# design 1

**Design 1: metal 2**

(6 px per um)
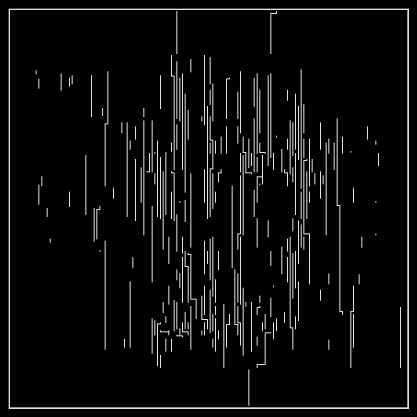

--- config.mk ---
export PLATFORM = sky130hd
export DESIGN_NAME = blk_read_arbiter
export DESIGN_NICKNAME = d
export VERILOG_FILES = /design/src/rtl/blk_read_arbiter_pkg.sv /design/src/rtl/blk_read_arbiter_rr_pick.sv /design/src/rtl/blk_read_arbiter.sv
export SDC_FILE = /design/constraint.sdc
export NUM_CORES = 1
export LEC_CHECK = 0
export ABC_CLOCK_PERIOD_IN_PS = 1800
export CORE_MARGIN = 4
export CORE_UTILIZATION = 40
export DETAILED_ROUTE_END_ITERATION = 10
export SYNTH_ARGS = -nofsm -noshare
export SYNTH_HDL_FRONTEND = slang
export SYNTH_SLANG_ARGS = --single-unit
--- constraint.sdc ---
create_clock -name clk -period 1.8 [get_ports clk]
set_clock_uncertainty 0.15 [all_clocks]
set_input_delay 0.36 -clock clk [delete_from_list [all_inputs] [get_ports clk]]
set_output_delay 0.36 -clock clk [all_outputs]
set_load 0.05 [all_outputs]
--- src/rtl/blk_read_arbiter_pkg.sv ---
// Shared types and defaults for the block-read arbiter: FSM encoding, default
// parameter values and a width helper that never returns zero.
package blk_arb_pkg;

  typedef enum logic [1:0] {
    ST_IDLE  = 2'd0,
    ST_GRANT = 2'd1,
    ST_GUARD = 2'd2
  } arb_state_t;

  localparam int DEF_NREQ        = 4;
  localparam int DEF_SYNC_STAGES = 2;
  localparam int DEF_GUARD_CYC   = 1;
  localparam int DEF_MAX_HOLD    = 64;

  function automatic int clog2_min1(input int value);
    return (value <= 2) ? 1 : $clog2(value);
  endfunction

endpackage

--- src/rtl/blk_read_arbiter_rr_pick.sv ---
// Combinational round-robin picker: first eligible requester strictly after
// 'last', wrapping, found by masking a doubled copy of the eligible vector.
module rr_pick #(
  parameter int NREQ = 4
) (
  input  logic [NREQ-1:0]         elig,
  input  logic [$clog2(NREQ)-1:0] last,
  output logic                    any,
  output logic [$clog2(NREQ)-1:0] pick
);

  localparam int IDW = $clog2(NREQ);

  logic [2*NREQ-1:0] w_dbl;
  logic [2*NREQ-1:0] w_masked;

  assign w_dbl = {elig, elig};
  assign any   = |elig;

  // Bits at or below 'last' in the lower copy are masked; the upper copy supplies the wrap.
  always_comb begin
    w_masked = '0;
    for (int i = 0; i < 2 * NREQ; i++) begin
      w_masked[i] = w_dbl[i] && (i > int'(last));
    end
  end

  always_comb begin
    pick = '0;
    for (int i = 2 * NREQ - 1; i >= 0; i--) begin
      if (w_masked[i]) begin
        pick = (i >= NREQ) ? IDW'(i - NREQ) : IDW'(i);
      end
    end
  end

endmodule

--- src/rtl/blk_read_arbiter.sv ---
// Round-robin arbiter for the shared block-read port: synchronised requests,
// hold-time watchdog with per-requester lockout, and a guard gap between owners.
module blk_read_arbiter
  import blk_arb_pkg::*;
#(
  parameter int NREQ        = DEF_NREQ,
  parameter int SYNC_STAGES = DEF_SYNC_STAGES,
  parameter int GUARD_CYC   = DEF_GUARD_CYC,
  parameter int MAX_HOLD    = DEF_MAX_HOLD
) (
  input  logic                    clk,
  input  logic                    reset_n,
  input  logic [NREQ-1:0]         req,
  output logic [NREQ-1:0]         gnt,
  output logic                    busy,
  output logic [$clog2(NREQ)-1:0] owner,
  output logic                    timeout,
  output arb_state_t              dbg_state
);

  // Handshake: four-phase req/gnt. A requester raises req and holds it; gnt
  // rises when it owns the port; the requester drops req to release and gnt
  // follows low. A new request must not be raised before gnt has fallen.

  localparam int IDW = $clog2(NREQ);
  localparam int HW  = clog2_min1(MAX_HOLD + 1);
  localparam int GW  = clog2_min1(GUARD_CYC + 1);
  localparam arb_state_t ST_RELEASE = (GUARD_CYC > 0) ? ST_GUARD : ST_IDLE;

  logic [NREQ-1:0] r_sync [SYNC_STAGES];
  logic [NREQ-1:0] r_lockout;
  logic [NREQ-1:0] r_gnt;
  logic            r_busy;
  logic            r_timeout;
  logic [IDW-1:0]  r_owner;
  logic [IDW-1:0]  r_last;
  logic [HW-1:0]   r_hold;
  logic [GW-1:0]   r_guard;
  arb_state_t      r_state;

  logic [NREQ-1:0] w_sreq;
  logic [NREQ-1:0] w_elig;
  logic [NREQ-1:0] w_pick_oh;
  logic [NREQ-1:0] w_owner_oh;
  logic            w_any;
  logic [IDW-1:0]  w_pick;
  logic            w_owner_req;
  logic            w_watchdog;

  always_ff @(posedge clk or negedge reset_n) begin
    if (!reset_n) begin
      for (int s = 0; s < SYNC_STAGES; s++) begin
        r_sync[s] <= '0;
      end
    end else begin
      r_sync[0] <= req;
      for (int s = 1; s < SYNC_STAGES; s++) begin
        r_sync[s] <= r_sync[s-1];
      end
    end
  end

  assign w_sreq      = r_sync[SYNC_STAGES-1];
  assign w_elig      = w_sreq & ~r_lockout;
  assign w_pick_oh   = NREQ'(1) << w_pick;
  assign w_owner_oh  = NREQ'(1) << r_owner;
  assign w_owner_req = w_sreq[r_owner];
  assign w_watchdog  = (MAX_HOLD != 0) && (int'(r_hold) == MAX_HOLD - 1);

  rr_pick #(
    .NREQ (NREQ)
  ) u_rr_pick (
    .elig (w_elig),
    .last (r_last),
    .any  (w_any),
    .pick (w_pick)
  );

  always_ff @(posedge clk or negedge reset_n) begin
    if (!reset_n) begin
      r_state   <= ST_IDLE;
      r_gnt     <= '0;
      r_busy    <= 1'b0;
      r_owner   <= '0;
      r_last    <= IDW'(NREQ - 1);
      r_timeout <= 1'b0;
      r_lockout <= '0;
      r_hold    <= '0;
      r_guard   <= '0;
    end else begin
      r_timeout <= 1'b0;
      // A lockout bit survives only while its synchronised request stays high.
      r_lockout <= r_lockout & w_sreq;
      case (r_state)
        ST_IDLE: begin
          if (w_any) begin
            r_gnt   <= w_pick_oh;
            r_owner <= w_pick;
            r_last  <= w_pick;
            r_busy  <= 1'b1;
            r_hold  <= '0;
            r_state <= ST_GRANT;
          end
        end
        ST_GRANT: begin
          if (!w_owner_req) begin
            r_gnt   <= '0;
            r_busy  <= 1'b0;
            r_guard <= '0;
            r_state <= ST_RELEASE;
          end else if (w_watchdog) begin
            r_gnt     <= '0;
            r_busy    <= 1'b0;
            r_guard   <= '0;
            r_timeout <= 1'b1;
            r_lockout <= (r_lockout & w_sreq) | w_owner_oh;
            r_state   <= ST_RELEASE;
          end else if (r_hold != '1) begin
            r_hold <= r_hold + 1'b1;
          end
        end
        ST_GUARD: begin
          if (int'(r_guard) == GUARD_CYC - 1) begin
            r_state <= ST_IDLE;
          end else begin
            r_guard <= r_guard + 1'b1;
          end
        end
        default: r_state <= ST_IDLE;
      endcase
    end
  end

  assign gnt       = r_gnt;
  assign busy      = r_busy;
  assign owner     = r_owner;
  assign timeout   = r_timeout;
  assign dbg_state = r_state;

endmodule
# design 2

--- config.mk ---
export PLATFORM = sky130hd
export DESIGN_NAME = iob_clint_rtc_gen
export DESIGN_NICKNAME = d
export VERILOG_FILES = /design/src/rtl/iob_clint_rtc_gen.sv
export SDC_FILE = /design/constraint.sdc
export NUM_CORES = 1
export LEC_CHECK = 0
export CORE_MARGIN = 1.5
export CORE_UTILIZATION = 57
export DETAILED_ROUTE_END_ITERATION = 10
export GPL_TIMING_DRIVEN = 0
export PLACE_DENSITY_LB_ADDON = 0.1
export SETUP_SLACK_MARGIN = 0.02
export SLEW_MARGIN = 20
export SYNTH_ARGS = -nofsm -noshare
export SYNTH_HDL_FRONTEND = slang
export SYNTH_SLANG_ARGS = --single-unit
export TNS_END_PERCENT = 30
--- constraint.sdc ---
create_clock -name clk_i -period 5.1 [get_ports clk_i]
set_clock_uncertainty 0.15 [all_clocks]
set_input_delay 0.765 -clock clk_i [delete_from_list [all_inputs] [get_ports clk_i]]
set_output_delay 0.765 -clock clk_i [all_outputs]
set_load 0.01 [all_outputs]
--- src/rtl/iob_clint_rtc_gen.sv ---
// Programmable tick generator feeding the CLINT real-time clock input.
// Divides clk_i into single-cycle rtc_o pulses and counts them; configured over an IOb CSR port.
module iob_clint_rtc_gen #(
   parameter int ADDR_W  = 4,
   parameter int DATA_W  = 32,
   parameter int DIV_W   = 16,
   parameter int DIV_RST = 99
) (
   input  logic                clk_i,
   input  logic                cke_i,
   input  logic                arst_i,
   input  logic                iob_avalid,
   input  logic [ADDR_W-1:0]   iob_addr,
   input  logic [DATA_W-1:0]   iob_wdata,
   input  logic [DATA_W/8-1:0] iob_wstrb,
   output logic                iob_rvalid,
   output logic [DATA_W-1:0]   iob_rdata,
   output logic                iob_ready,
   output logic                rtc_o
);

   localparam logic [1:0] SEL_CTRL   = 2'd0;
   localparam logic [1:0] SEL_DIV    = 2'd1;
   localparam logic [1:0] SEL_TICKS  = 2'd2;
   localparam logic [1:0] SEL_STATUS = 2'd3;

   logic              en_q, en_d;
   logic [DIV_W-1:0]  div_q, div_d;
   logic [DIV_W-1:0]  cnt_q, cnt_d;
   logic [DATA_W-1:0] ticks_q, ticks_d;
   logic              rtc_q, rtc_d;
   logic              rvalid_q, rvalid_d;
   logic [DATA_W-1:0] rdata_q, rdata_d;

   logic              wr_req;
   logic              rd_req;
   logic              addr_hit;
   logic [1:0]        word_sel;
   logic              ctrl_wr;
   logic              div_wr_en;
   logic              clr;
   logic [DIV_W-1:0]  div_wr;
   logic [DATA_W-1:0] rd_val;
   logic [DATA_W-DIV_W+1:0] unused_bits;

   assign wr_req   = iob_avalid & (|iob_wstrb);
   assign rd_req   = iob_avalid & ~(|iob_wstrb);
   assign word_sel = iob_addr[3:2];

   // Any address bit above the 16-byte window makes the access unmapped.
   generate
      if (ADDR_W > 4) begin : g_addr_hi
         assign addr_hit = ~(|iob_addr[ADDR_W-1:4]);
      end else begin : g_addr_flat
         assign addr_hit = 1'b1;
      end
   endgenerate

   assign unused_bits = {iob_addr[1:0], iob_wdata[DATA_W-1:DIV_W]};

   // Byte-lane merge of write data into the divider register.
   genvar gi;
   generate
      for (gi = 0; gi < DIV_W; gi++) begin : g_div_lane
         assign div_wr[gi] = iob_wstrb[gi/8] ? iob_wdata[gi] : div_q[gi];
      end
   endgenerate

   always_comb begin
      ctrl_wr   = wr_req & addr_hit & (word_sel == SEL_CTRL) & iob_wstrb[0];
      div_wr_en = wr_req & addr_hit & (word_sel == SEL_DIV);
      clr       = ctrl_wr & iob_wdata[1];
      en_d      = ctrl_wr ? iob_wdata[0] : en_q;
      div_d     = div_wr_en ? div_wr : div_q;
   end

   // Prescaler decision uses the register values before any same-edge CSR write.
   always_comb begin
      cnt_d   = cnt_q;
      ticks_d = ticks_q;
      rtc_d   = 1'b0;
      if (en_q & cke_i) begin
         if (cnt_q >= div_q) begin
            cnt_d   = '0;
            rtc_d   = 1'b1;
            ticks_d = ticks_q + DATA_W'(1);
         end else begin
            cnt_d   = cnt_q + DIV_W'(1);
         end
      end
      if (clr) begin
         cnt_d   = '0;
         ticks_d = '0;
         rtc_d   = 1'b0;
      end
   end

   always_comb begin
      rd_val = '0;
      if (addr_hit) begin
         case (word_sel)
            SEL_CTRL:   rd_val[0] = en_q;
            SEL_DIV:    rd_val[DIV_W-1:0] = div_q;
            SEL_TICKS:  rd_val = ticks_q;
            SEL_STATUS: rd_val[0] = en_q & cke_i;
            default:    rd_val = '0;
         endcase
      end
   end

   always_comb begin
      rvalid_d = rd_req;
      rdata_d  = rd_req ? rd_val : rdata_q;
   end

   always_ff @(posedge clk_i) begin
      if (arst_i) begin
         en_q     <= 1'b0;
         div_q    <= DIV_W'(DIV_RST);
         cnt_q    <= '0;
         ticks_q  <= '0;
         rtc_q    <= 1'b0;
         rvalid_q <= 1'b0;
         rdata_q  <= '0;
      end else begin
         en_q     <= en_d;
         div_q    <= div_d;
         cnt_q    <= cnt_d;
         ticks_q  <= ticks_d;
         rtc_q    <= rtc_d;
         rvalid_q <= rvalid_d;
         rdata_q  <= rdata_d;
      end
   end

   assign iob_ready  = ~arst_i;
   assign iob_rvalid = rvalid_q;
   assign iob_rdata  = rdata_q;
   assign rtc_o      = rtc_q;

endmodule

# design 3

### config.mk
export PLATFORM = sky130hd
export DESIGN_NAME = portao_ctrl
export DESIGN_NICKNAME = d
export VERILOG_FILES = /design/src/rtl/portao_pkg.sv /design/src/rtl/portao_timer.sv /design/src/rtl/portao_ctrl.sv
export SDC_FILE = /design/constraint.sdc
export NUM_CORES = 1
export LEC_CHECK = 0
export ABC_AREA = 1
export ABC_CLOCK_PERIOD_IN_PS = 4050
export CAP_MARGIN = 0
export CORE_UTILIZATION = 55
export DETAILED_ROUTE_END_ITERATION = 6
export HOLD_SLACK_MARGIN = 0.05
export PLACE_DENSITY = 0.9
export SYNTH_ARGS = -nofsm -noshare
export SYNTH_HDL_FRONTEND = slang
export SYNTH_SLANG_ARGS = --single-unit
### constraint.sdc
create_clock -name clk -period 4.05 [get_ports clk]
set_input_delay 0.81 -clock clk [delete_from_list [all_inputs] [get_ports clk]]
set_output_delay 0.81 -clock clk [all_outputs]
set_load 0.005 [all_outputs]
### src/rtl/portao_pkg.sv
// Shared definitions for the gate controller: state encoding and direction flag.
package portao_pkg;

  localparam int ST_W = 3;

  typedef enum logic [ST_W-1:0] {
    ST_CLOSED  = 3'd0,
    ST_OPENING = 3'd1,
    ST_OPEN    = 3'd2,
    ST_CLOSING = 3'd3,
    ST_STOPPED = 3'd4,
    ST_FAULT   = 3'd5
  } state_t;

  localparam logic DIR_CLOSE = 1'b0;
  localparam logic DIR_OPEN  = 1'b1;

endpackage

### src/rtl/portao_timer.sv
// Saturating cycle counter used to time movement and the open dwell period.
module portao_timer #(
  parameter int TIMER_W = 8
) (
  input  logic               clk,
  input  logic               rst_n,
  input  logic               clr,
  input  logic               en,
  output logic [TIMER_W-1:0] count
);

  always_ff @(posedge clk or negedge rst_n) begin
    if (!rst_n) begin
      count <= '0;
    end else if (clr) begin
      count <= '0;
    end else if (en && (count != {TIMER_W{1'b1}})) begin
      count <= count + 1'b1;
    end
  end

endmodule

### src/rtl/portao_ctrl.sv
// Moore FSM gate controller: button, limit switches, obstacle reversal, timeout fault.
// Optional auto-close from OPEN is enabled by defining PORTAO_AUTO_CLOSE_EN.
module portao_ctrl
  import portao_pkg::*;
#(
  parameter int MOVE_TIMEOUT   = 50,
  parameter int AUTO_CLOSE_CYC = 100,
  parameter int TIMER_W        = 8
) (
  input  logic            clk,
  input  logic            rst_n,
  input  logic            btn,
  input  logic            sens_open,
  input  logic            sens_closed,
  input  logic            obstacle,
  output logic            motor_open,
  output logic            motor_close,
  output logic            light,
  output logic            fault,
  output logic [ST_W-1:0] state
);

  if (MOVE_TIMEOUT < 2 || (2 ** TIMER_W) <= MOVE_TIMEOUT ||
      (2 ** TIMER_W) <= AUTO_CLOSE_CYC) begin : g_bad_params
    $error("portao_ctrl: timer parameters out of range");
  end

  localparam logic [TIMER_W-1:0] MOVE_LAST = TIMER_W'(MOVE_TIMEOUT - 1);

  state_t               state_q, state_d;
  logic                 btn_q;
  logic                 last_dir_q, last_dir_d;
  logic                 btn_rise;
  logic                 tmr_clr, tmr_en;
  logic [TIMER_W-1:0]   tmr_count;

  assign btn_rise = btn & ~btn_q;

  always_ff @(posedge clk or negedge rst_n) begin
    if (!rst_n) begin
      state_q    <= ST_CLOSED;
      btn_q      <= 1'b0;
      last_dir_q <= DIR_CLOSE;
    end else begin
      state_q    <= state_d;
      btn_q      <= btn;
      last_dir_q <= last_dir_d;
    end
  end

  always_comb begin
    state_d    = state_q;
    last_dir_d = last_dir_q;
    // Conflicting limit switches mean a broken sensor: stop everything.
    if (state_q != ST_FAULT && sens_open && sens_closed) begin
      state_d = ST_FAULT;
    end else begin
      case (state_q)
        ST_CLOSED: begin
          if (btn_rise) state_d = ST_OPENING;
        end
        ST_OPENING: begin
          if (sens_open) begin
            state_d = ST_OPEN;
          end else if (btn_rise) begin
            state_d    = ST_STOPPED;
            last_dir_d = DIR_OPEN;
          end else if (tmr_count == MOVE_LAST) begin
            state_d = ST_FAULT;
          end
        end
        ST_OPEN: begin
`ifdef PORTAO_AUTO_CLOSE_EN
          if (btn_rise || (tmr_count == TIMER_W'(AUTO_CLOSE_CYC - 1) && !obstacle))
            state_d = ST_CLOSING;
`else
          if (btn_rise) state_d = ST_CLOSING;
`endif
        end
        ST_CLOSING: begin
          if (obstacle) begin
            state_d = ST_OPENING;
          end else if (sens_closed) begin
            state_d = ST_CLOSED;
          end else if (btn_rise) begin
            state_d    = ST_STOPPED;
            last_dir_d = DIR_CLOSE;
          end else if (tmr_count == MOVE_LAST) begin
            state_d = ST_FAULT;
          end
        end
        ST_STOPPED: begin
          if (btn_rise) state_d = (last_dir_q == DIR_CLOSE) ? ST_OPENING : ST_CLOSING;
        end
        default: state_d = ST_FAULT;
      endcase
    end
  end

  // The dwell timer restarts on every state change.
`ifdef PORTAO_AUTO_CLOSE_EN
  assign tmr_clr = (state_d != state_q) || (state_q == ST_OPEN && obstacle);
`else
  assign tmr_clr = (state_d != state_q);
`endif
  assign tmr_en = (state_q == ST_OPENING) || (state_q == ST_CLOSING) || (state_q == ST_OPEN);

  portao_timer #(.TIMER_W(TIMER_W)) u_timer (
    .clk   (clk),
    .rst_n (rst_n),
    .clr   (tmr_clr),
    .en    (tmr_en),
    .count (tmr_count)
  );

  always_comb begin
    motor_open  = 1'b0;
    motor_close = 1'b0;
    light       = 1'b0;
    fault       = 1'b0;
    case (state_q)
      ST_OPENING: begin
        motor_open = 1'b1;
        light      = 1'b1;
      end
      ST_OPEN:    light = 1'b1;
      ST_CLOSING: begin
        motor_close = 1'b1;
        light       = 1'b1;
      end
      ST_FAULT: begin
        light = 1'b1;
        fault = 1'b1;
      end
      default: ;
    endcase
  end

  assign state = state_q;

endmodule
# design 4

<file path="src/rtl/stump_control_if.sv">
// Bundle between the Stump control unit and the datapath/memory side:
// instruction, ALU flags and memory handshake in; control strobes out.
interface stump_control_if;
    logic [15:0] ir;
    logic [3:0]  alu_flags;
    logic        mem_ready;
    logic [1:0]  state;
    logic [3:0]  cc;
    logic [2:0]  alu_func;
    logic        alu_c_in;
    logic        ir_en;
    logic        pc_inc;
    logic        reg_write;
    logic [2:0]  reg_dst;
    logic        mem_rd;
    logic        mem_wr;
    logic        addr_sel;

    modport master (
        output ir, alu_flags, mem_ready,
        input  state, cc, alu_func, alu_c_in, ir_en, pc_inc,
               reg_write, reg_dst, mem_rd, mem_wr, addr_sel
    );

    modport slave (
        input  ir, alu_flags, mem_ready,
        output state, cc, alu_func, alu_c_in, ir_en, pc_inc,
               reg_write, reg_dst, mem_rd, mem_wr, addr_sel
    );
endinterface

</file>
<file path="src/rtl/stump_control.sv">
// Stump sequencer: fetch/execute/memory FSM, instruction decode, NZVC flag
// register and branch-condition evaluation.
module stump_control #(
    parameter logic [3:0] RESET_CC = 4'b0000
) (
    input  logic             clk,
    input  logic             rst_n,
    stump_control_if.slave   bus
);

    localparam logic [1:0] ST_FETCH   = 2'b00;
    localparam logic [1:0] ST_EXECUTE = 2'b01;
    localparam logic [1:0] ST_MEMORY  = 2'b10;

    localparam logic [2:0] OP_ADD = 3'b000;
    localparam logic [2:0] OP_ADC = 3'b001;
    localparam logic [2:0] OP_SUB = 3'b010;
    localparam logic [2:0] OP_SBC = 3'b011;
    localparam logic [2:0] OP_MEM = 3'b110;
    localparam logic [2:0] OP_BR  = 3'b111;

    logic [1:0] state_q, state_d;
    logic [3:0] cc_q, cc_d;

    logic [2:0] op;
    logic       s_bit;
    logic [2:0] dst;
    logic [3:0] cond;
    logic       is_load;
    logic       cond_true;
    logic       flag_n, flag_z, flag_v, flag_c;
    logic       unused_ir_bits;

    logic [2:0] alu_func;
    logic       alu_c_in;
    logic       ir_en;
    logic       pc_inc;
    logic       reg_write;
    logic [2:0] reg_dst;
    logic       mem_rd;
    logic       mem_wr;
    logic       addr_sel;

    assign op             = bus.ir[15:13];
    assign s_bit          = bus.ir[12];
    assign dst            = bus.ir[10:8];
    assign cond           = bus.ir[11:8];
    assign is_load        = bus.ir[12];
    assign unused_ir_bits = ^bus.ir[7:0];

    assign {flag_n, flag_z, flag_v, flag_c} = cc_q;

    // Branches test the architectural flags, not the ALU's live outputs.
    always_comb begin
        cond_true = 1'b0;
        case (cond)
            4'h0: cond_true = 1'b1;
            4'h1: cond_true = 1'b0;
            4'h2: cond_true = !flag_c && !flag_z;
            4'h3: cond_true = flag_c || flag_z;
            4'h4: cond_true = !flag_c;
            4'h5: cond_true = flag_c;
            4'h6: cond_true = !flag_z;
            4'h7: cond_true = flag_z;
            4'h8: cond_true = !flag_v;
            4'h9: cond_true = flag_v;
            4'hA: cond_true = !flag_n;
            4'hB: cond_true = flag_n;
            4'hC: cond_true = (flag_n == flag_v);
            4'hD: cond_true = (flag_n != flag_v);
            4'hE: cond_true = !flag_z && (flag_n == flag_v);
            4'hF: cond_true = flag_z || (flag_n != flag_v);
            default: cond_true = 1'b0;
        endcase
    end

    always_comb begin
        state_d   = state_q;
        cc_d      = cc_q;
        alu_func  = OP_ADD;
        alu_c_in  = 1'b0;
        ir_en     = 1'b0;
        pc_inc    = 1'b0;
        reg_write = 1'b0;
        reg_dst   = 3'd0;
        mem_rd    = 1'b0;
        mem_wr    = 1'b0;
        addr_sel  = 1'b0;

        case (state_q)
            ST_FETCH: begin
                // Gated by rst_n so no fetch is requested or completed in reset.
                mem_rd = rst_n;
                if (bus.mem_ready && rst_n) begin
                    ir_en   = 1'b1;
                    pc_inc  = 1'b1;
                    state_d = ST_EXECUTE;
                end
            end

            ST_EXECUTE: begin
                case (op)
                    OP_ADC, OP_SBC: alu_c_in = cc_q[0];
                    OP_SUB:         alu_c_in = 1'b1;
                    default:        alu_c_in = 1'b0;
                endcase

                if (op == OP_MEM) begin
                    state_d = ST_MEMORY;
                end else if (op == OP_BR) begin
                    state_d = ST_FETCH;
                    if (cond_true) begin
                        reg_write = 1'b1;
                        reg_dst   = 3'd7;
                    end
                end else begin
                    alu_func  = op;
                    reg_write = 1'b1;
                    reg_dst   = dst;
                    state_d   = ST_FETCH;
                    if (s_bit) begin
                        cc_d = bus.alu_flags;
                    end
                end
            end

            ST_MEMORY: begin
                addr_sel = 1'b1;
                if (is_load) begin
                    mem_rd = 1'b1;
                    if (bus.mem_ready) begin
                        reg_write = 1'b1;
                        reg_dst   = dst;
                    end
                end else begin
                    mem_wr = 1'b1;
                end
                if (bus.mem_ready) begin
                    state_d = ST_FETCH;
                end
            end

            default: state_d = ST_FETCH;
        endcase
    end

    always_ff @(posedge clk or negedge rst_n) begin
        if (!rst_n) begin
            state_q <= ST_FETCH;
            cc_q    <= RESET_CC;
        end else begin
            state_q <= state_d;
            cc_q    <= cc_d;
        end
    end

    assign bus.state     = state_q;
    assign bus.cc        = cc_q;
    assign bus.alu_func  = alu_func;
    assign bus.alu_c_in  = alu_c_in;
    assign bus.ir_en     = ir_en;
    assign bus.pc_inc    = pc_inc;
    assign bus.reg_write = reg_write;
    assign bus.reg_dst   = reg_dst;
    assign bus.mem_rd    = mem_rd;
    assign bus.mem_wr    = mem_wr;
    assign bus.addr_sel  = addr_sel;

endmodule
</file>
<file path="src/flat_wrapper.sv">
// flat-port wrapper written by rule: the top's interface ports become plain ports
module stump_control_flat 
#(
    parameter logic [3:0] RESET_CC = 4'b0000
)
  (clk, rst_n, bus_ir, bus_alu_flags, bus_mem_ready, bus_state, bus_cc, bus_alu_func, bus_alu_c_in, bus_ir_en, bus_pc_inc, bus_reg_write, bus_reg_dst, bus_mem_rd, bus_mem_wr, bus_addr_sel);
  stump_control_if bus_i ();
  input  logic clk;
  input  logic rst_n;
  input wire logic [$bits(bus_i.ir)-1:0] bus_ir;
  input wire logic [$bits(bus_i.alu_flags)-1:0] bus_alu_flags;
  input wire logic [$bits(bus_i.mem_ready)-1:0] bus_mem_ready;
  output wire logic [$bits(bus_i.state)-1:0] bus_state;
  output wire logic [$bits(bus_i.cc)-1:0] bus_cc;
  output wire logic [$bits(bus_i.alu_func)-1:0] bus_alu_func;
  output wire logic [$bits(bus_i.alu_c_in)-1:0] bus_alu_c_in;
  output wire logic [$bits(bus_i.ir_en)-1:0] bus_ir_en;
  output wire logic [$bits(bus_i.pc_inc)-1:0] bus_pc_inc;
  output wire logic [$bits(bus_i.reg_write)-1:0] bus_reg_write;
  output wire logic [$bits(bus_i.reg_dst)-1:0] bus_reg_dst;
  output wire logic [$bits(bus_i.mem_rd)-1:0] bus_mem_rd;
  output wire logic [$bits(bus_i.mem_wr)-1:0] bus_mem_wr;
  output wire logic [$bits(bus_i.addr_sel)-1:0] bus_addr_sel;
  assign bus_i.ir = bus_ir;
  assign bus_i.alu_flags = bus_alu_flags;
  assign bus_i.mem_ready = bus_mem_ready;
  assign bus_state = bus_i.state;
  assign bus_cc = bus_i.cc;
  assign bus_alu_func = bus_i.alu_func;
  assign bus_alu_c_in = bus_i.alu_c_in;
  assign bus_ir_en = bus_i.ir_en;
  assign bus_pc_inc = bus_i.pc_inc;
  assign bus_reg_write = bus_i.reg_write;
  assign bus_reg_dst = bus_i.reg_dst;
  assign bus_mem_rd = bus_i.mem_rd;
  assign bus_mem_wr = bus_i.mem_wr;
  assign bus_addr_sel = bus_i.addr_sel;
  stump_control #(.RESET_CC(RESET_CC)) u_core (.clk(clk), .rst_n(rst_n), .bus(bus_i));
endmodule
</file>
<file path="config.mk">
export PLATFORM = sky130hd
export DESIGN_NAME = stump_control_flat
export DESIGN_NICKNAME = d
export VERILOG_FILES = /design/src/rtl/stump_control_if.sv /design/src/rtl/stump_control.sv /design/src/flat_wrapper.sv
export SDC_FILE = /design/constraint.sdc
export NUM_CORES = 1
export LEC_CHECK = 0
export CORE_ASPECT_RATIO = 0.9
export CORE_UTILIZATION = 25
export CTS_BUF_LIST = sky130_fd_sc_hd__clkbuf_4 sky130_fd_sc_hd__clkbuf_8 sky130_fd_sc_hd__clkbuf_16
export DETAILED_ROUTE_END_ITERATION = 10
export SETUP_SLACK_MARGIN = 0.15
export SYNTH_ARGS = -nofsm -noshare
export SYNTH_HDL_FRONTEND = slang
export SYNTH_SLANG_ARGS = --single-unit
</file>
<file path="constraint.sdc">
create_clock -name clk -period 1.45 [get_ports clk]
set_input_delay 0.29 -clock clk [delete_from_list [all_inputs] [get_ports clk]]
set_output_delay 0.29 -clock clk [all_outputs]
set_load 0.005 [all_outputs]
</file>
**Design 4: cell sizes after repair**

(8 px per um)
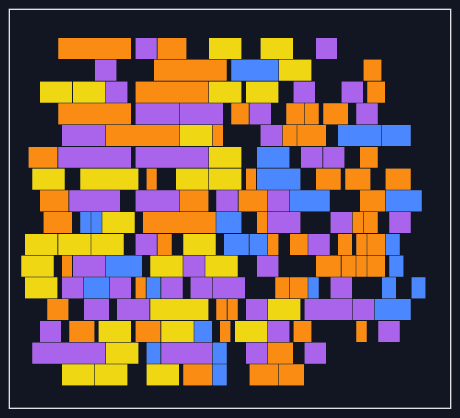
x6 and larger: marked yellow, cells 31, share 19%. x2: marked blue, cells 25, share 16%. x1 and smaller: marked orange, cells 57, share 36%. x3 and x4: marked purple, cells 46, share 29%.
final setup margin: -0.701 ns
post-layout instance area: 0.00157 sq mm

==> metrics.cfg, design 4 <==
[outcome]
status = finished with violations
violations = negative setup slack

[grt]
grt_use_met1_pct = 22.7
grt_use_total_pct = 18.3
use_met3_pct = 1.85
antenna_found_initial = 0

[critical_path]
cp_max_fo = 3
crit_path_start = u_core.bus.cc[0]
critPathKind = register to primary output
r2r-start = u_core.bus.state[1]
cp-start-kind = register
reg2reg_depth = 10
slowest_stage = dfrtp_1
crit_buf_inv = 3

[finish]
lay_top_count = buf_6
dominant_cells = buffers
fillers = 180
final_util_pct = 68.7
register_area_sq_um = 150
buffers = 81
drive_gt1_share_pct = 64.2
nMultiInputCombCells = 62
non_clock_inverter_count = 7
clk_share_pct = 1.44

[place]
dp.cells = 165
placed_area_sq_mm = 0.00125
io_buffer_count = 33

[synth]
synth-edff-count = 0
ys_sh_xor_pct = 4.16
mux_area_share_pct = 10.3
area_leaders = dfrtp_1 (24%), mux2_2 (7.1%), ha_1 (5.9%), o22ai_1 (5.9%), and3_1 (5.0%)
yosys.area.top_type = dfrtp_1
synth_adder_area_share_pct = 5.94
yosys.area_share.simple_pct = 24.4
aoi_share_pct = 22.0
ys_ff = 6
yosys_warnings = 0
logic_family = simple AND/OR/NAND/NOR gates

[route]
first_pass_iters = 4
wl_met2_um = 1450
drt_first_iter_violations = 16
maxUsedRoutingLayer = met4

[clocking]
cts_buffer_depth = 2
worstSkewPairLatency_ns = 0.26
cts_tree = done
cts_root_buffer = clkbuf_4
clkSlewWorstSetupHoldPaths_ns = 0.05
cts_resized = 108
cts_max_level = 1

[final_timing]
setup_ws_ns = -0.701
worst_pin_slew_ns = 0.273
period_used_pct = 148
tns_ns = -5.00
slew_headroom_pct = 81.8
setup_viol = 15
max_freq_mhz = 465
rsz0062_at_grt = true
hold_viol_final = 0
drv_slew = 0

[floorplan]
fp-row-count = 16
die_y_um = 49.7
num_tap_cells = 27

[power]
finalPower_w = 0.00289
powerSeq_w = 0.000350
switching_power_w = 0.00106

[run]
warnings = 39

-- design 4: state kept, by name, summed over array words and instances, names as in the netlist --
register and count:
u_core.bus.cc 4, u_core.bus.state 2
-- design 4: Yosys cell counts (all sizes together) (3+ instances only) --
library cell / instances
o22ai: 6
nand2: 7
nor2: 7
o21ai: 3
a21oi: 6
ha: 3
nand3: 3
buf: 4
and3: 5
nand2b: 3
mux2: 4
xnor2: 3
dfrtp: 6
inv: 7
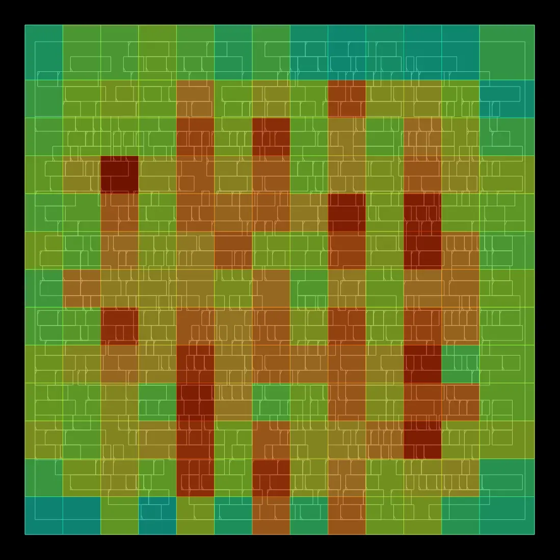
**Above:** design 2 (routing congestion).
met2 Use GR: 45.4%
post-DR wirelength/cell: 16.0 um
met1 usage in global routing: 32.8%
Total GRT Usage: 26.3%

==> metrics.cfg, design 2 <==
[synth]
ys_sh_xor_pct = 6.86
synth.most_common_cell = dfxtp_1
yosys_warnings = 0
aoi_share_pct = 18.5
synth-edff-count = 0
synth_adder_area_share_pct = 6.26
ys_top_cells_by_count = dfxtp_1 (99), nand2_1 (54), nor2_1 (54), inv_1 (27), o21ai_0 (27)
ys_cells = 511
syn-cell-area_sq_mm = 0.00460
logic_family = AND-OR/OR-AND gates
area_leaders = dfxtp_1 (43%), ha_1 (6.3%), nand2_1 (4.4%), nor2_1 (4.4%), xnor2_1 (4.4%)
async_flop_share_pct = 0
yosys.area_share.simple_pct = 18.1

[power]
ir_drop_uv = 231
finalPower_w = 0.00145
powerClk_w = 0.000595
combPwrFrac_pct = 4.9
switching_power_w = 0.000314
switching_share_pct = 21.7
top_power_group = registers

[critical_path]
r2r_slack_ns = 2.23
cp-start-kind = primary input
end_kind = primary output
crit_path_start = arst_i
r2r-start = div_q[15]
worstPathRequired_ns = 4.18
crit_buf_inv = 3
reg2reg_depth = 9

[finish]
comb_share_pct = 43.1
mi_logic_area_sq_mm = 0.00240
register_area_sq_mm = 0.00198
clkbuf_count = 9
fillers = 607
flops = 99

[final_timing]
period_used_pct = 58.9
hold_ws_ns = 0.314
max_freq_mhz = 333
rsz0062_at_grt = false

[floorplan]
dieArea_sq_mm = 0.00861
die_y_um = 92.8
num_tap_cells = 102
num_io_pins = 79
fp-row-count = 32

[grt]
use_met3_pct = 6.24
grt_max_degree = 17
grt_busiest_layer = met2
antenna_found_initial = 0
grt_pass1_vias = 3816
grt_pass1_wl_um = 18000

[place]
place_hpwl_um = 8170

[run]
cap_viol_max_count = 0

[outcome]
status = completed

[route]
viasPerCell = 5.73
ant_nets = 0
wl_met2_um = 5420
wl_met1_um = 4910
wl_um = 11000

[hold_path]
min_path_type = register to register

[clocking]
holdBufCountCts = 0
cts_buffer_depth = 2
cts_resized = 0

-- design 2: placed cells by master, fill, tap and decap left out, types with 11 or more instances in the layout --
| master | instances |
|---|---|
| a21oi_1 | 25 |
| nand3_1 | 23 |
| nand2_1 | 54 |
| o21ai_0 | 27 |
| mux2i_1 | 11 |
| xnor2_1 | 23 |
| nor2_1 | 54 |
| inv_1 | 27 |
| a22o_1 | 16 |
| clkdlybuf4s50_1 | 60 |
| a22oi_1 | 16 |
| dfxtp_1 | 99 |
| clkbuf_1 | 18 |
| ha_1 | 23 |
| nand4_1 | 11 |
| and3_1 | 11 |
| xor2_1 | 13 |
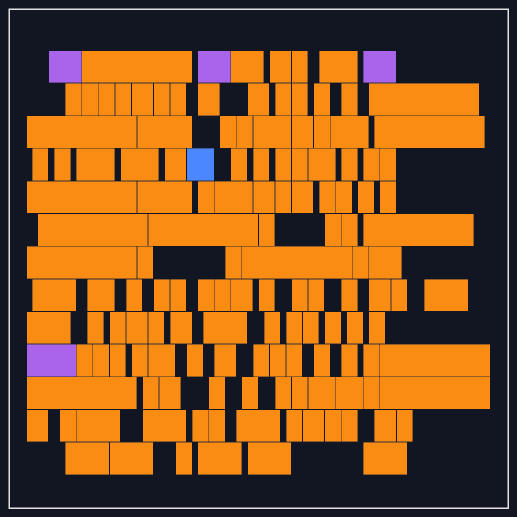
**Above:** design 3 (cell sizes after repair).
(12 px per um)
x2: marked blue, cells 1, share 0.71%. x1 and smaller: marked orange, cells 136, share 96%. x3 and x4: marked purple, cells 4, share 2.8%.
post-layout instance area: 0.00101 sq mm
Area Growth Syn to Fin: 18.0%
Signal buffers: 12
final setup margin: 1.48 ns

==> metrics.cfg, design 3 <==
[outcome]
status = completed

[synth]
async_flop_share_pct = 100
syn_nets = 134
ys_ff = 13

[critical_path]
crit_family = buffers and inverters
slowest_stage = clkdlybuf4s50_1
critPathKind = register to primary output

[power]
ir_drop_uv = 241
p_int_w = 0.000173
finalPower_w = 0.000217

[final_timing]
hold_viol_final = 0
tns_ns = 0
skew_ns = 0.00723

[route]
vias = 832

[run]
warnings = 27

[clocking]
worstSkewPairLatency_ns = 0.27

[finish]
largest_reg_flops = 8
layout.nets = 150

design 3: kinds of logic (layout without fill, tap and decap cells):
| group | count (synthesis) | in the layout | share of synthesized area (%) |
|---|---|---|---|
| xor+xnor | 6 | 6 | 6.14 |
| flops | 13 | 13 | 38.0 |
| fa+ha+maj | 2 | 2 | 2.92 |
| compound gates | 8 | 8 | 4.97 |
| buf+inv | 16 | 31 | 7.89 |
| simple gates | 81 | 81 | 40.1 |
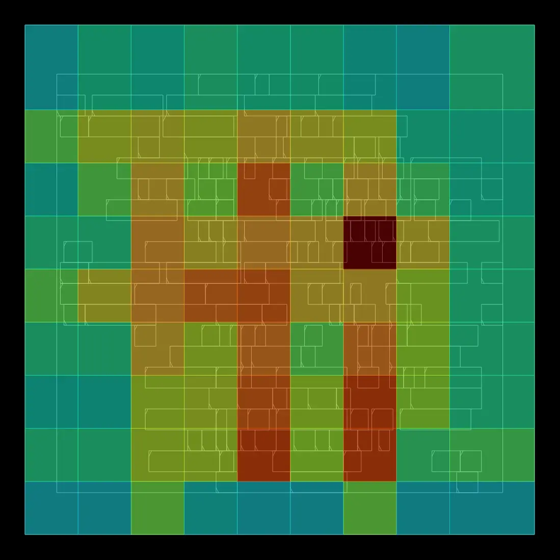
**Above:** design 1 (routing congestion).
Most Used Layer, Global Route: met2
post-DR wirelength/cell: 13.4 um

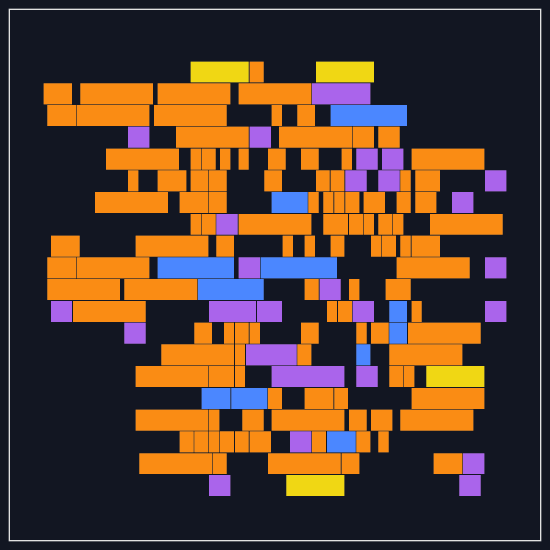
**Above:** design 1 (cell sizes after repair).
(8 px per um)
x3 and x4: marked purple, cells 26, share 17%. x1 and smaller: marked orange, cells 115, share 74%. x2: marked blue, cells 11, share 7.1%. x6 and larger: marked yellow, cells 4, share 2.6%.
final setup margin: 0.0588 ns
post-layout instance area: 0.00174 sq mm
Area Growth Syn to Fin: 28.1%

Notes on 'metal 2' of design 1 above:
The wires run mostly vertical. The layer holds 45% of the routed length. 139 nets have wire on it. The longest straight run is 19.7 um. The layer carries 1200 um of wire.
via count: 1037
met2 Use GR: 23.4%
final wirelength: 2680 um

==> metrics.cfg, design 1 <==
[outcome]
status = completed

[clocking]
cts_resized = 0
cts_buffer_depth = 2
holdBufCountCts = 0
cts_tree = done
cts_max_level = 2

[critical_path]
cp_max_fo = 4
crit_buf_inv = 0
end_kind = register
cp-start-kind = register

[floorplan]
fp_util_pct = 43.0
num_tap_cells = 44

[synth]
ys_ff = 31
ys_sh_xor_pct = 0.646
mux_area_share_pct = 1.66
yosys.stat.seqShare_pct = 57.4
syn-cell-area_sq_mm = 0.00136

[finish]
buffers = 25
nMultiInputCombCells = 90
top_register = r_hold
drive_gt1_share_pct = 26.3
comb_share_pct = 34.3
lay_top_count = dfrtp_1
n_antenna_cell = 0
lay_top_cells = dfrtp_1 (28), buf_4 (16), nand2_1 (14), nor2_1 (11), o21ai_1 (7)
clk_share_pct = 2.88
mi_logic_area_sq_um = 596

[final_timing]
finalCriticalPeriod_ns = 1.74
hold_ws_ns = 0.204
drv_slew = 0

[power]
powerDensity_mw_per_mm2 = 1610

[grt]
grt_use_total_pct = 14.8
grt_pass1_wl_um = 4740
grt_max_degree = 32

[route]
ant_nets = 0
viasPerCell = 5.19

[run]
cap_viol_max_count = 0

[hold_path]
min_path_type = register to register

## design 1: path summary, 6_finish.rpt
path                                 from   endpoint  slack, ns  cells after the start
worst min-delay path            r_sync[4]  w_sreq[0]       0.20                      0
worst max register to register  r_hold[1]  r_hold[2]       0.06                      6
worst min register to register  r_sync[4]  w_sreq[0]       0.20                      0
max in group asynchronous         reset_n  r_last[1]       0.94                      2
min in group asynchronous         reset_n     gnt[3]       0.24                      2
worst max-delay path            r_hold[1]  r_hold[2]       0.06                      6
## design 1: routing by layer
metal,share of wire [%],vias up
li1,-,505
met4,2.4,0
met1,47,501
met2,45,23
met3,5.2,8
met5,0,-

## Gallery

Zoomed window.
Plate I
Region (21, 21) to (46, 46) um. Cells in grey, sequential cells in the stronger grey; small squares are vias.
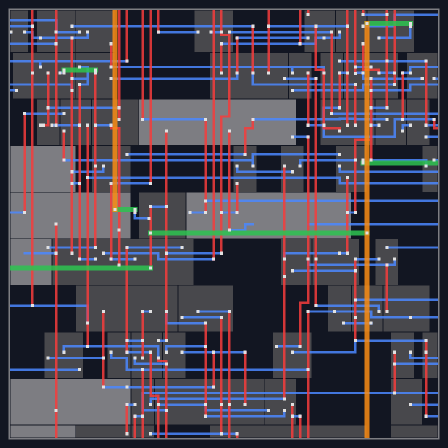
Plate II
Region (8, 8) to (33, 33) um. Cells in grey, sequential cells in the stronger grey; small squares are vias.
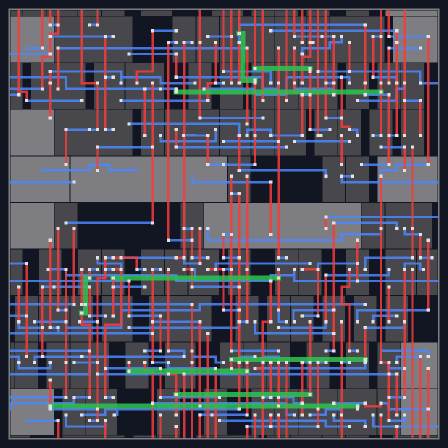
Plate III
Region (15, 12) to (40, 37) um. Cells in grey, sequential cells in the stronger grey; small squares are vias.
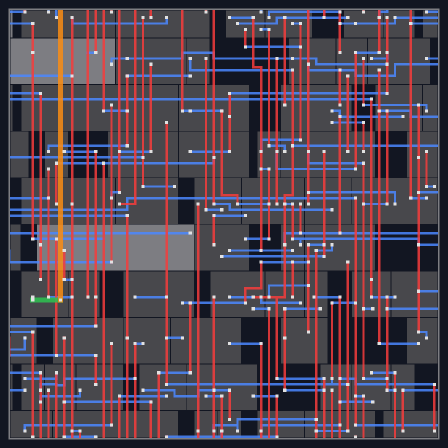
Plate IV
Region (34, 34) to (59, 59) um. Cells in grey, sequential cells in the stronger grey; small squares are vias.
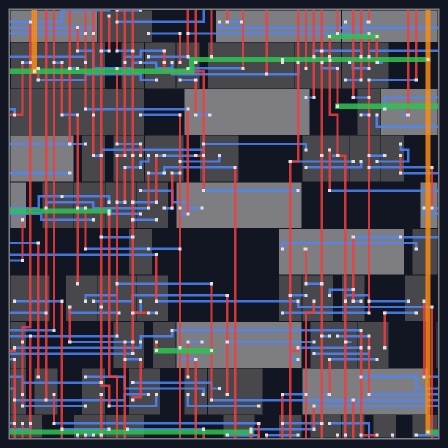
- design 3 = Plate II
- design 4 = Plate III
- design 2 = Plate IV
- design 1 = Plate I

Key to Plate III:
M4: marked orange. M2: marked red. M1: marked blue. M3: marked green.
Sequential cells in the window: 2. 60 logic cells have their middle in the window. Netlist names of flops here include u_core.bus.cc (1), u_core.bus.state (1). Most frequent: buf_4 (11), buf_6 (8), nor2_1 (6).



==> gallery <==
Metal 2.
panel A
(10 px per um)
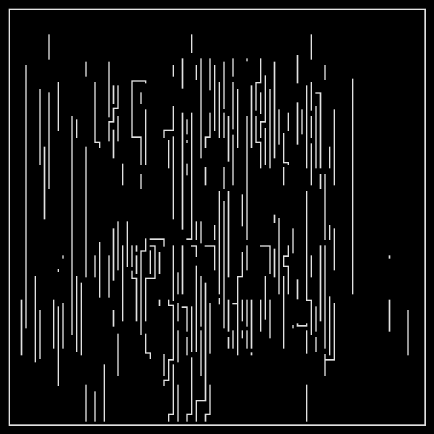
panel B
(4 px per um)
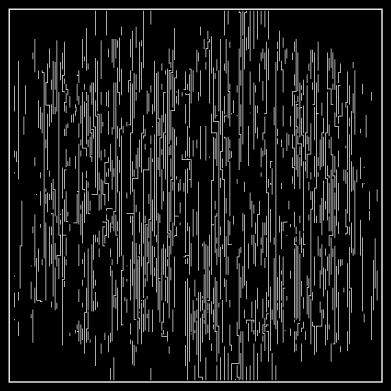
panel C
(6 px per um)
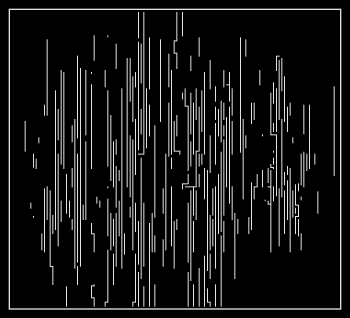
| picture | from |
|---|---|
| panel C | design 4 |
| panel A | design 3 |
| panel B | design 2 |
The one with the largest die is panel B.
The one with the smallest die is panel A.


==> gallery <==
Where the registers sit.
shot_01.png
(6 px per um) Other cells in grey.
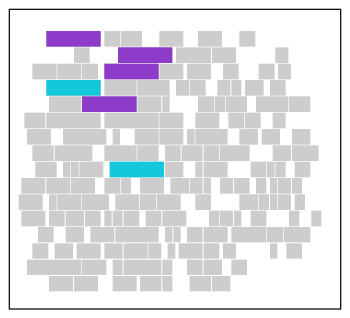
shot_02.png
(6 px per um) Other sequential cells in the stronger grey, the rest of the logic in the fainter grey.
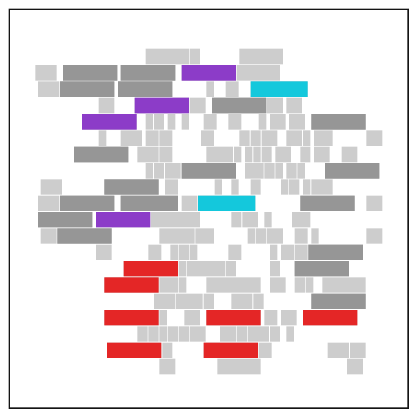
shot_03.png
(4 px per um) Other sequential cells in the stronger grey, the rest of the logic in the fainter grey.
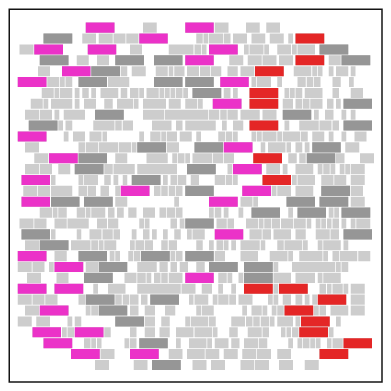
shot_04.png
(10 px per um) Other sequential cells in the stronger grey, the rest of the logic in the fainter grey.
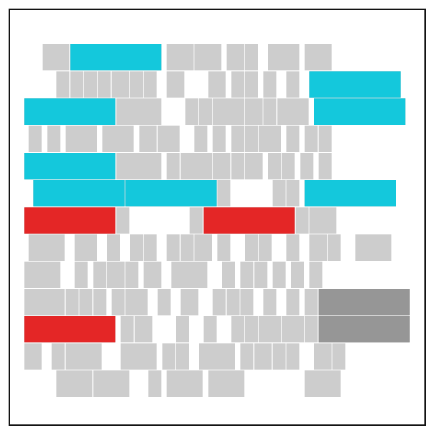
- design 1 = shot_02.png
- design 3 = shot_04.png
- design 2 = shot_03.png
- design 4 = shot_01.png
Of these, fewest cells: shot_04.png

Key to shot_04.png:
state: marked red, placed flops 3. u_timer.count: marked cyan, placed flops 8.
Another 2 sequential cells are not coloured.

